=== design 1 ===
design_1/pdn.png
Bar = 50 µm. Pins as bars on the die edge.
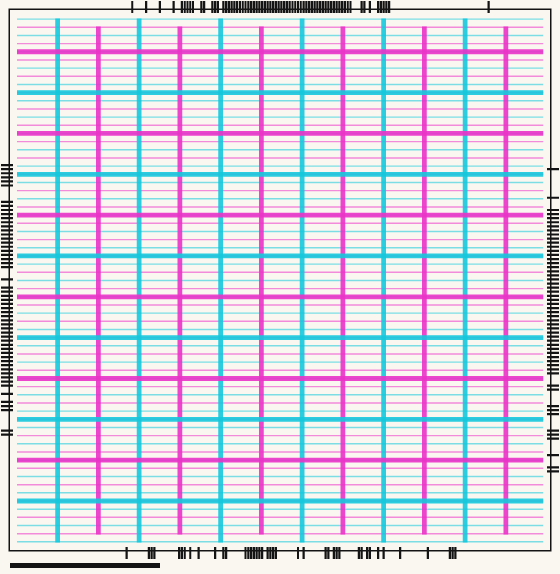

$ cat src/rtl/mem_arbiter.sv
// mem_arbiter: shares one byte-wide memory port between IF and MEM, splitting
// multi-byte accesses into byte transfers and reassembling reads little-endian.
module mem_arbiter #(
    parameter int ADDR_W = 32
) (
    input  logic              clk,
    input  logic              rst,
    input  logic              if_req,
    input  logic [ADDR_W-1:0] if_addr,
    output logic              if_done,
    output logic [31:0]       if_data,
    input  logic              mem_req,
    input  logic              mem_we,
    input  logic [1:0]        mem_len,
    input  logic [ADDR_W-1:0] mem_addr,
    input  logic [31:0]       mem_wdata,
    output logic              mem_done,
    output logic [31:0]       mem_rdata,
    output logic              stall_req_if,
    output logic              stall_req_mem,
    output logic [ADDR_W-1:0] ram_a,
    output logic [7:0]        ram_dout,
    output logic              ram_wr,
    input  logic [7:0]        ram_din
);
    typedef enum logic [1:0] {IDLE, RD, WR, DONE} state_t;

    state_t            state_q, state_d;
    logic [2:0]        k_q, k_d, n_q, n_d;
    logic [ADDR_W-1:0] addr_q, addr_d, ram_a_q, ram_a_d;
    logic [31:0]       wdata_q, wdata_d, buf_q, buf_d;
    logic [31:0]       if_data_q, if_data_d, mem_rdata_q, mem_rdata_d;
    logic              sel_mem_q, sel_mem_d, if_done_q, if_done_d, mem_done_q, mem_done_d;
    logic              ram_wr_q, ram_wr_d;
    logic [7:0]        ram_dout_q, ram_dout_d;

    always_comb begin
        state_d   = state_q;
        k_d       = k_q;
        n_d       = n_q;
        addr_d    = addr_q;
        wdata_d   = wdata_q;
        buf_d     = buf_q;
        sel_mem_d = sel_mem_q;
        case (state_q)
            IDLE: if (mem_req || if_req) begin
                sel_mem_d = mem_req;
                addr_d    = mem_req ? mem_addr : if_addr;
                wdata_d   = mem_wdata;
                n_d       = (!mem_req || mem_len[1]) ? 3'd4 : mem_len[0] ? 3'd2 : 3'd1;
                state_d   = (mem_req && mem_we) ? WR : RD;
                k_d       = 3'd0;
                buf_d     = 32'd0;
            end
            RD: begin
                // ram_din answers the address presented one cycle earlier
                for (int i = 0; i < 4; i++)
                    if (k_q == 3'(i + 1)) buf_d[8*i +: 8] = ram_din;
                k_d     = k_q + 3'd1;
                state_d = (k_q == n_q) ? DONE : RD;
            end
            WR: begin
                k_d     = k_q + 3'd1;
                state_d = (k_q == n_q - 3'd1) ? DONE : WR;
            end
            default: state_d = IDLE;
        endcase
        if_done_d   = (state_d == DONE) && !sel_mem_d;
        mem_done_d  = (state_d == DONE) && sel_mem_d;
        if_data_d   = if_done_d ? buf_d : if_data_q;
        mem_rdata_d = (mem_done_d && state_q == RD) ? buf_d : mem_rdata_q;
        ram_wr_d    = state_d == WR;
        ram_a_d     = (ram_wr_d || (state_d == RD && k_d < n_d)) ? addr_d + ADDR_W'(k_d) : '0;
        ram_dout_d  = ram_wr_d ? 8'(wdata_d >> {k_d, 3'b000}) : 8'd0;
    end

    always_ff @(posedge clk) begin
        if (rst) begin
            state_q     <= IDLE;
            k_q         <= 3'd0;
            n_q         <= 3'd0;
            addr_q      <= '0;
            wdata_q     <= 32'd0;
            buf_q       <= 32'd0;
            sel_mem_q   <= 1'b0;
            if_done_q   <= 1'b0;
            mem_done_q  <= 1'b0;
            if_data_q   <= 32'd0;
            mem_rdata_q <= 32'd0;
            ram_wr_q    <= 1'b0;
            ram_a_q     <= '0;
            ram_dout_q  <= 8'd0;
        end else begin
            state_q     <= state_d;
            k_q         <= k_d;
            n_q         <= n_d;
            addr_q      <= addr_d;
            wdata_q     <= wdata_d;
            buf_q       <= buf_d;
            sel_mem_q   <= sel_mem_d;
            if_done_q   <= if_done_d;
            mem_done_q  <= mem_done_d;
            if_data_q   <= if_data_d;
            mem_rdata_q <= mem_rdata_d;
            ram_wr_q    <= ram_wr_d;
            ram_a_q     <= ram_a_d;
            ram_dout_q  <= ram_dout_d;
        end
    end

    assign if_done       = if_done_q;
    assign mem_done      = mem_done_q;
    assign if_data       = if_data_q;
    assign mem_rdata     = mem_rdata_q;
    assign ram_wr        = ram_wr_q;
    assign ram_a         = ram_a_q;
    assign ram_dout      = ram_dout_q;
    assign stall_req_if  = if_req & ~if_done_q;
    assign stall_req_mem = mem_req & ~mem_done_q;
endmodule

$ cat config.mk
export PLATFORM = sky130hd
export DESIGN_NAME = mem_arbiter
export DESIGN_NICKNAME = d
export VERILOG_FILES = /design/src/rtl/mem_arbiter.sv
export SDC_FILE = /design/constraint.sdc
export NUM_CORES = 1
export LEC_CHECK = 0
export ABC_AREA = 1
export CAP_MARGIN = 20
export CORE_MARGIN = 2
export CORE_UTILIZATION = 31
export CTS_CLUSTER_DIAMETER = 40
export DETAILED_ROUTE_END_ITERATION = 10
export GPL_TIMING_DRIVEN = 1
export PLACE_DENSITY = 0.62
export SLEW_MARGIN = 20
export SYNTH_ARGS = -nofsm -noshare
export SYNTH_HDL_FRONTEND = slang
export SYNTH_SLANG_ARGS = --single-unit
$ cat constraint.sdc
create_clock -name clk -period 8.9 [get_ports clk]
set_input_delay 0.89 -clock clk [delete_from_list [all_inputs] [get_ports clk]]
set_output_delay 0.89 -clock clk [all_outputs]
set_load 0.005 [all_outputs]
=== design 2 ===
--- src/rtl/udc_bus_collector_pkg.sv ---
// Shared constants and helpers for the per-module DC-link voltage bus.
// The PWM-side unpacker uses mod_msb() so both ends agree on bus layout.
package udc_bus_collector_pkg;

    localparam int unsigned N_MOD = 24;
    localparam int unsigned W     = 16;
    localparam int unsigned BUS_W = N_MOD * W;
    localparam int unsigned ACC_W = 21;
    localparam int unsigned CNT_W = 4;

    localparam logic [4:0] IDX_MIN = 5'd1;
    localparam logic [4:0] IDX_MAX = 5'd24;

    localparam int unsigned STALE_LIM_MIN = 1;
    localparam int unsigned STALE_LIM_MAX = 15;

    typedef enum logic [1:0] {
        StIdle,
        StSum,
        StDone
    } sum_state_e;

    // Module 1 sits in the top word of the bus.
    function automatic logic [8:0] mod_msb(input logic [4:0] k);
        return 9'(BUS_W - 1 - W * (32'(k) - 1));
    endfunction

endpackage

--- src/rtl/udc_sum_seq.sv ---
// Sequential saturated sum of the published snapshot, one module word per cycle.
// A new sync restarts the walk and silently drops any sum in flight.
module udc_sum_seq
    import udc_bus_collector_pkg::*;
(
    input  logic             clk_i,
    input  logic             rst_ni,
    input  logic             sync_i,
    input  logic [BUS_W-1:0] bus_i,
    output logic [W-1:0]     phase_udc_o,
    output logic             sum_valid_o
);

    sum_state_e       state_q, state_d;
    logic [ACC_W-1:0] acc_q, acc_d;
    logic [4:0]       ptr_q, ptr_d;
    logic [W-1:0]     phase_q, phase_d;

    logic [W-1:0]     word;
    logic [ACC_W-1:0] acc_next;

    assign word     = bus_i[mod_msb(ptr_q) -: W];
    assign acc_next = acc_q + ACC_W'(word);

    always_ff @(posedge clk_i or negedge rst_ni) begin
        if (!rst_ni) begin
            state_q <= StIdle;
            acc_q   <= '0;
            ptr_q   <= IDX_MIN;
            phase_q <= '0;
        end else begin
            state_q <= state_d;
            acc_q   <= acc_d;
            ptr_q   <= ptr_d;
            phase_q <= phase_d;
        end
    end

    always_comb begin
        state_d = state_q;
        acc_d   = acc_q;
        ptr_d   = ptr_q;
        phase_d = phase_q;
        if (sync_i) begin
            state_d = StSum;
            acc_d   = '0;
            ptr_d   = IDX_MIN;
        end else begin
            case (state_q)
                StSum: begin
                    acc_d = acc_next;
                    if (ptr_q == IDX_MAX) begin
                        // Result is latched on the last add so it lines up with the DONE pulse.
                        state_d = StDone;
                        phase_d = (acc_next > ACC_W'(16'hFFFF)) ? '1 : acc_next[W-1:0];
                    end else begin
                        ptr_d = ptr_q + 5'd1;
                    end
                end
                StDone:  state_d = StIdle;
                default: state_d = StIdle;
            endcase
        end
    end

    always_comb begin
        sum_valid_o = (state_q == StDone);
        phase_udc_o = phase_q;
    end

endmodule

--- src/rtl/udc_bus_collector.sv ---
// Collects per-module Udc reports into shadow registers and publishes a coherent
// 384-bit snapshot on each carrier sync, with staleness tracking and phase sum.
module udc_bus_collector
    import udc_bus_collector_pkg::*;
#(
    parameter int unsigned STALE_LIM = 4
) (
    input  logic             i_clk,
    input  logic             i_reset_n,
    input  logic             i_udc_valid,
    input  logic [4:0]       i_udc_idx,
    input  logic [W-1:0]     i_udc_data,
    input  logic             i_Syn,
    output logic [BUS_W-1:0] o_LinkUdc_BUS,
    output logic [W-1:0]     o_Phase_Udc,
    output logic             o_sum_valid,
    output logic [N_MOD-1:0] o_stale,
    output logic             o_idx_err
);

    localparam int unsigned StaleLimC = (STALE_LIM < STALE_LIM_MIN) ? STALE_LIM_MIN :
                                        (STALE_LIM > STALE_LIM_MAX) ? STALE_LIM_MAX : STALE_LIM;
    localparam logic [CNT_W-1:0] StaleLim = CNT_W'(StaleLimC);

    logic             syn_q;
    logic [W-1:0]     shadow_q [N_MOD];
    logic [W-1:0]     shadow_d [N_MOD];
    logic [CNT_W-1:0] cnt_q    [N_MOD];
    logic [CNT_W-1:0] cnt_d    [N_MOD];
    logic [N_MOD-1:0] stale_q, stale_d;
    logic [BUS_W-1:0] bus_q, bus_d;
    logic             idx_err_q, idx_err_d;

    logic in_range, wr_ok, syn_edge;

    always_comb begin
        in_range  = (i_udc_idx >= IDX_MIN) && (i_udc_idx <= IDX_MAX);
        wr_ok     = i_udc_valid && in_range;
        idx_err_d = i_udc_valid && !in_range;
        syn_edge  = i_Syn && !syn_q;
    end

    // A write coinciding with a sync wins over the stale increment, and the
    // publish below still sees the pre-write shadow value.
    always_comb begin
        for (int k = 0; k < N_MOD; k++) begin
            shadow_d[k] = shadow_q[k];
            cnt_d[k]    = cnt_q[k];
            if (wr_ok && (i_udc_idx == 5'(k + 1))) begin
                shadow_d[k] = i_udc_data;
                cnt_d[k]    = '0;
            end else if (syn_edge && (cnt_q[k] < StaleLim)) begin
                cnt_d[k] = cnt_q[k] + CNT_W'(1);
            end
            stale_d[k] = (cnt_d[k] >= StaleLim);
        end
    end

    always_comb begin
        bus_d = bus_q;
        if (syn_edge) begin
            for (int k = 0; k < N_MOD; k++) begin
                bus_d[mod_msb(5'(k + 1)) -: W] = shadow_q[k];
            end
        end
    end

    always_ff @(posedge i_clk or negedge i_reset_n) begin
        if (!i_reset_n) begin
            syn_q     <= 1'b0;
            stale_q   <= '1;
            bus_q     <= '0;
            idx_err_q <= 1'b0;
            for (int k = 0; k < N_MOD; k++) begin
                shadow_q[k] <= '0;
                cnt_q[k]    <= StaleLim;
            end
        end else begin
            syn_q     <= i_Syn;
            stale_q   <= stale_d;
            bus_q     <= bus_d;
            idx_err_q <= idx_err_d;
            for (int k = 0; k < N_MOD; k++) begin
                shadow_q[k] <= shadow_d[k];
                cnt_q[k]    <= cnt_d[k];
            end
        end
    end

    assign o_LinkUdc_BUS = bus_q;
    assign o_stale       = stale_q;
    assign o_idx_err     = idx_err_q;

    udc_sum_seq u_sum_seq (
        .clk_i       (i_clk),
        .rst_ni      (i_reset_n),
        .sync_i      (syn_edge),
        .bus_i       (bus_q),
        .phase_udc_o (o_Phase_Udc),
        .sum_valid_o (o_sum_valid)
    );

endmodule

--- config.mk ---
export PLATFORM = sky130hd
export DESIGN_NAME = udc_bus_collector
export DESIGN_NICKNAME = d
export VERILOG_FILES = /design/src/rtl/udc_bus_collector_pkg.sv /design/src/rtl/udc_sum_seq.sv /design/src/rtl/udc_bus_collector.sv
export SDC_FILE = /design/constraint.sdc
export NUM_CORES = 2
export LEC_CHECK = 0
export CAP_MARGIN = 20
export CORE_ASPECT_RATIO = 0.9
export CORE_UTILIZATION = 50
export DETAILED_ROUTE_END_ITERATION = 10
export GPL_ROUTABILITY_DRIVEN = 1
export GPL_TIMING_DRIVEN = 0
export HOLD_SLACK_MARGIN = 0.1
export PLACE_DENSITY = 0.77
export SLEW_MARGIN = 10
export SYNTH_ARGS = -nofsm -noshare
export SYNTH_HDL_FRONTEND = slang
export SYNTH_SLANG_ARGS = --single-unit
--- constraint.sdc ---
create_clock -name i_clk -period 6.12 [get_ports i_clk]
set_input_delay 1.224 -clock i_clk [delete_from_list [all_inputs] [get_ports i_clk]]
set_output_delay 1.224 -clock i_clk [all_outputs]
set_load 0.01 [all_outputs]
design_1/metal_stack.png
Bar = 50 µm. Only two layers are drawn.
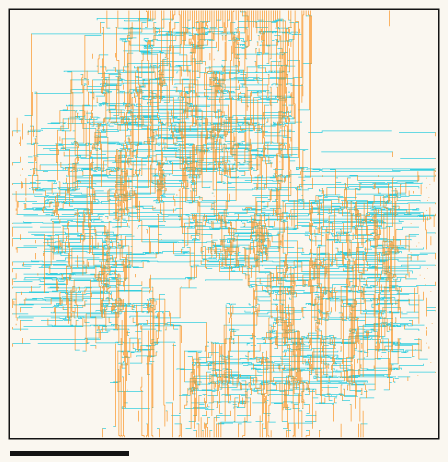
Key: met1 = cyan [wire length 14,100 µm]; met2 = orange [wire length 12,900 µm]
GRT Overall Usage: 17.7%
vias post-DR: 9,077
wire per inst: 14.8 µm
Routed WL: 29,300 µm

## Picture notes: design_1/pdn.png
Key: VDD = magenta; VSS = cyan
12 straps on met4. 220 signal pins sit on the boundary. 12 straps on met5. 65 met1 rails follow the rows.
Max IR drop VDD: 122 µV
Die X-Extent: 180 µm
Die Y-Extent: 180 µm
Placeable Area: 0.0305 mm²

==> metrics.cfg, design 1 <==
[logic_synthesis]
yosys_area_mm2=0.00958
ys_sh_adder_pct=2.17

[global_route]
use_met1_pct=24.8
met3_usage_pct=3.36

[power_and_ir_drop]
combPwrFrac_pct=30.1
power_report.internal_total_w=0.00251
p_switching_w=0.00126

[sta]
setup_viol=0
fin_setup_tns_ns=0
clock_skew_ns=0.0248

[hold_path]
worst_hold_path.endpoint=mem_rdata[18]
worstHoldStart=mem_rdata[18]

[critical_path]
worst_path_most_repeated_cell=nand2_1
rr_startpoint=state_q[0]
crit_chain=clkdlybuf4s50_1, nor2_4, a21oi_1, nand2_1, nand2_2, clkinv_1, ha_1, fa_1, nand2_1, nand2_1, nand3_1, nor2_4, nand2_1, nor2_1, xor2_1, nand2_1, inv_1

[finish]
n_fill_cell=3094
clock_cell_area_share_pct=9.84
buffer_area_share_pct=16.9

[floorplanning]
taps=396

[job]
warnings=32

[place]
place_ws_ns=4.35

[outcome]
status=complete, no violations

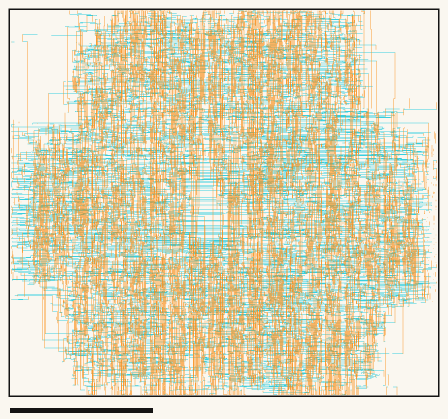
design_2/metal_stack.png
Bar = 100 µm. Only two layers are drawn.
Key: met2 = orange [wire length 64.7 mm]; met1 = cyan [wire length 53.8 mm]
Routed WL: 145,000 µm
GRT Overall Usage: 35.9%
wire per inst: 25.7 µm
vias post-DR: 32,600

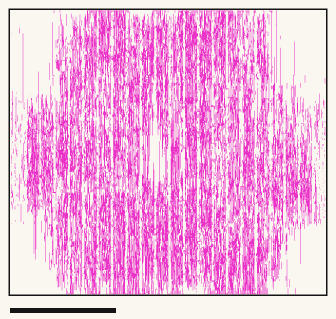
design_2/met2.png
Bar = 100 µm.
The wires run mostly vertical. The layer holds 45% of the routed length.
met2 global-route usage: 54.1%

==> metrics.cfg, design 2 <==
[place]
hpwl_um=104000

[finish]
final_util_pct=62.9
num-nonclk-buffers=692
lay_top_count=nand2_1
flop_area_mm2=0.0234
flops=934

[floorplanning]
chipHeight_um=269
dieArea_mm2=0.0801

[critical_path]
r2r-end=u_sum_seq.phase_udc_o[12]
rr_startpoint=u_sum_seq.ptr_q[0]
worst_path_most_repeated_cell=buf_6
crit_end=u_sum_seq.phase_udc_o[12]

[drt]
ant_nets=0
wl_met2_um=64700
drc_errors=0

[sta]
finalCritPeriodShare_pct=98.3
timing.hold.ws_ns=0.446
fin_setup_tns_ns=0
finalMaxSlewViolations=0

[hold_path]
worst_hold_path_type=flip-flop to flip-flop

[clock_network]
cts-root-buf=clkbuf_16

[logic_synthesis]
synth_area_per_cell_um2=10.1
ys_sh_mux_pct=11.6

[outcome]
status=complete, no violations


==> notes/layouts.md <==
Pictures saved along the way, in no particular order.

Clock routing.
panel A
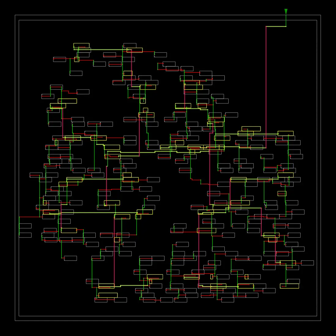
panel B
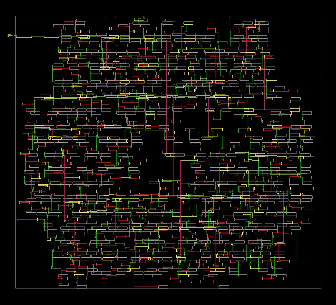
Panel B is design 2.
Panel A is design 1.
The one with the most clock buffers is panel B.
The one with the most sequential cells is panel B.



## Gallery

Metal 3.
shot_01.png
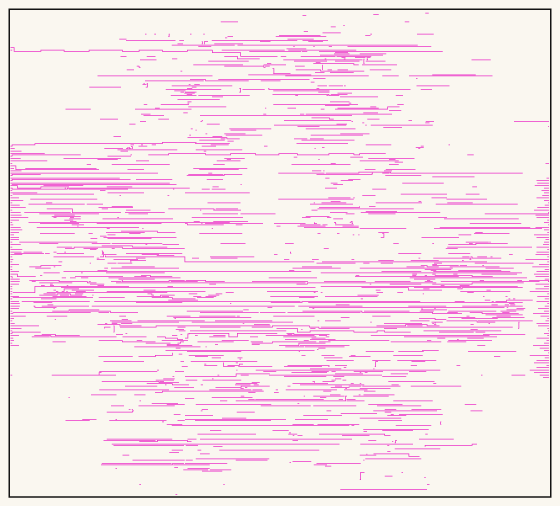
shot_02.png
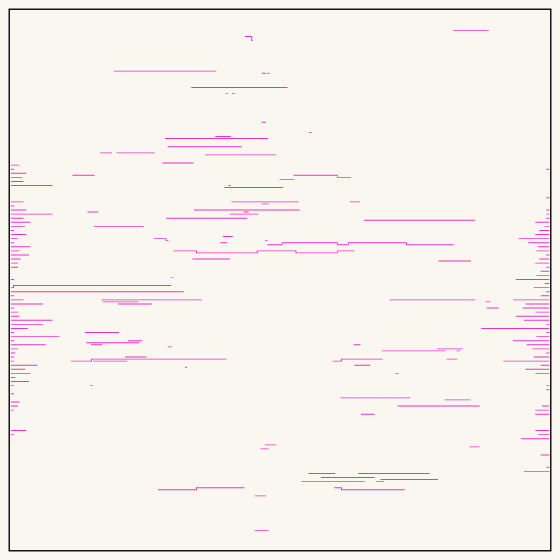
shot_02.png comes from design 1.
shot_01.png comes from design 2.

No activity file was given, so power comes from the tool's default toggle rates.
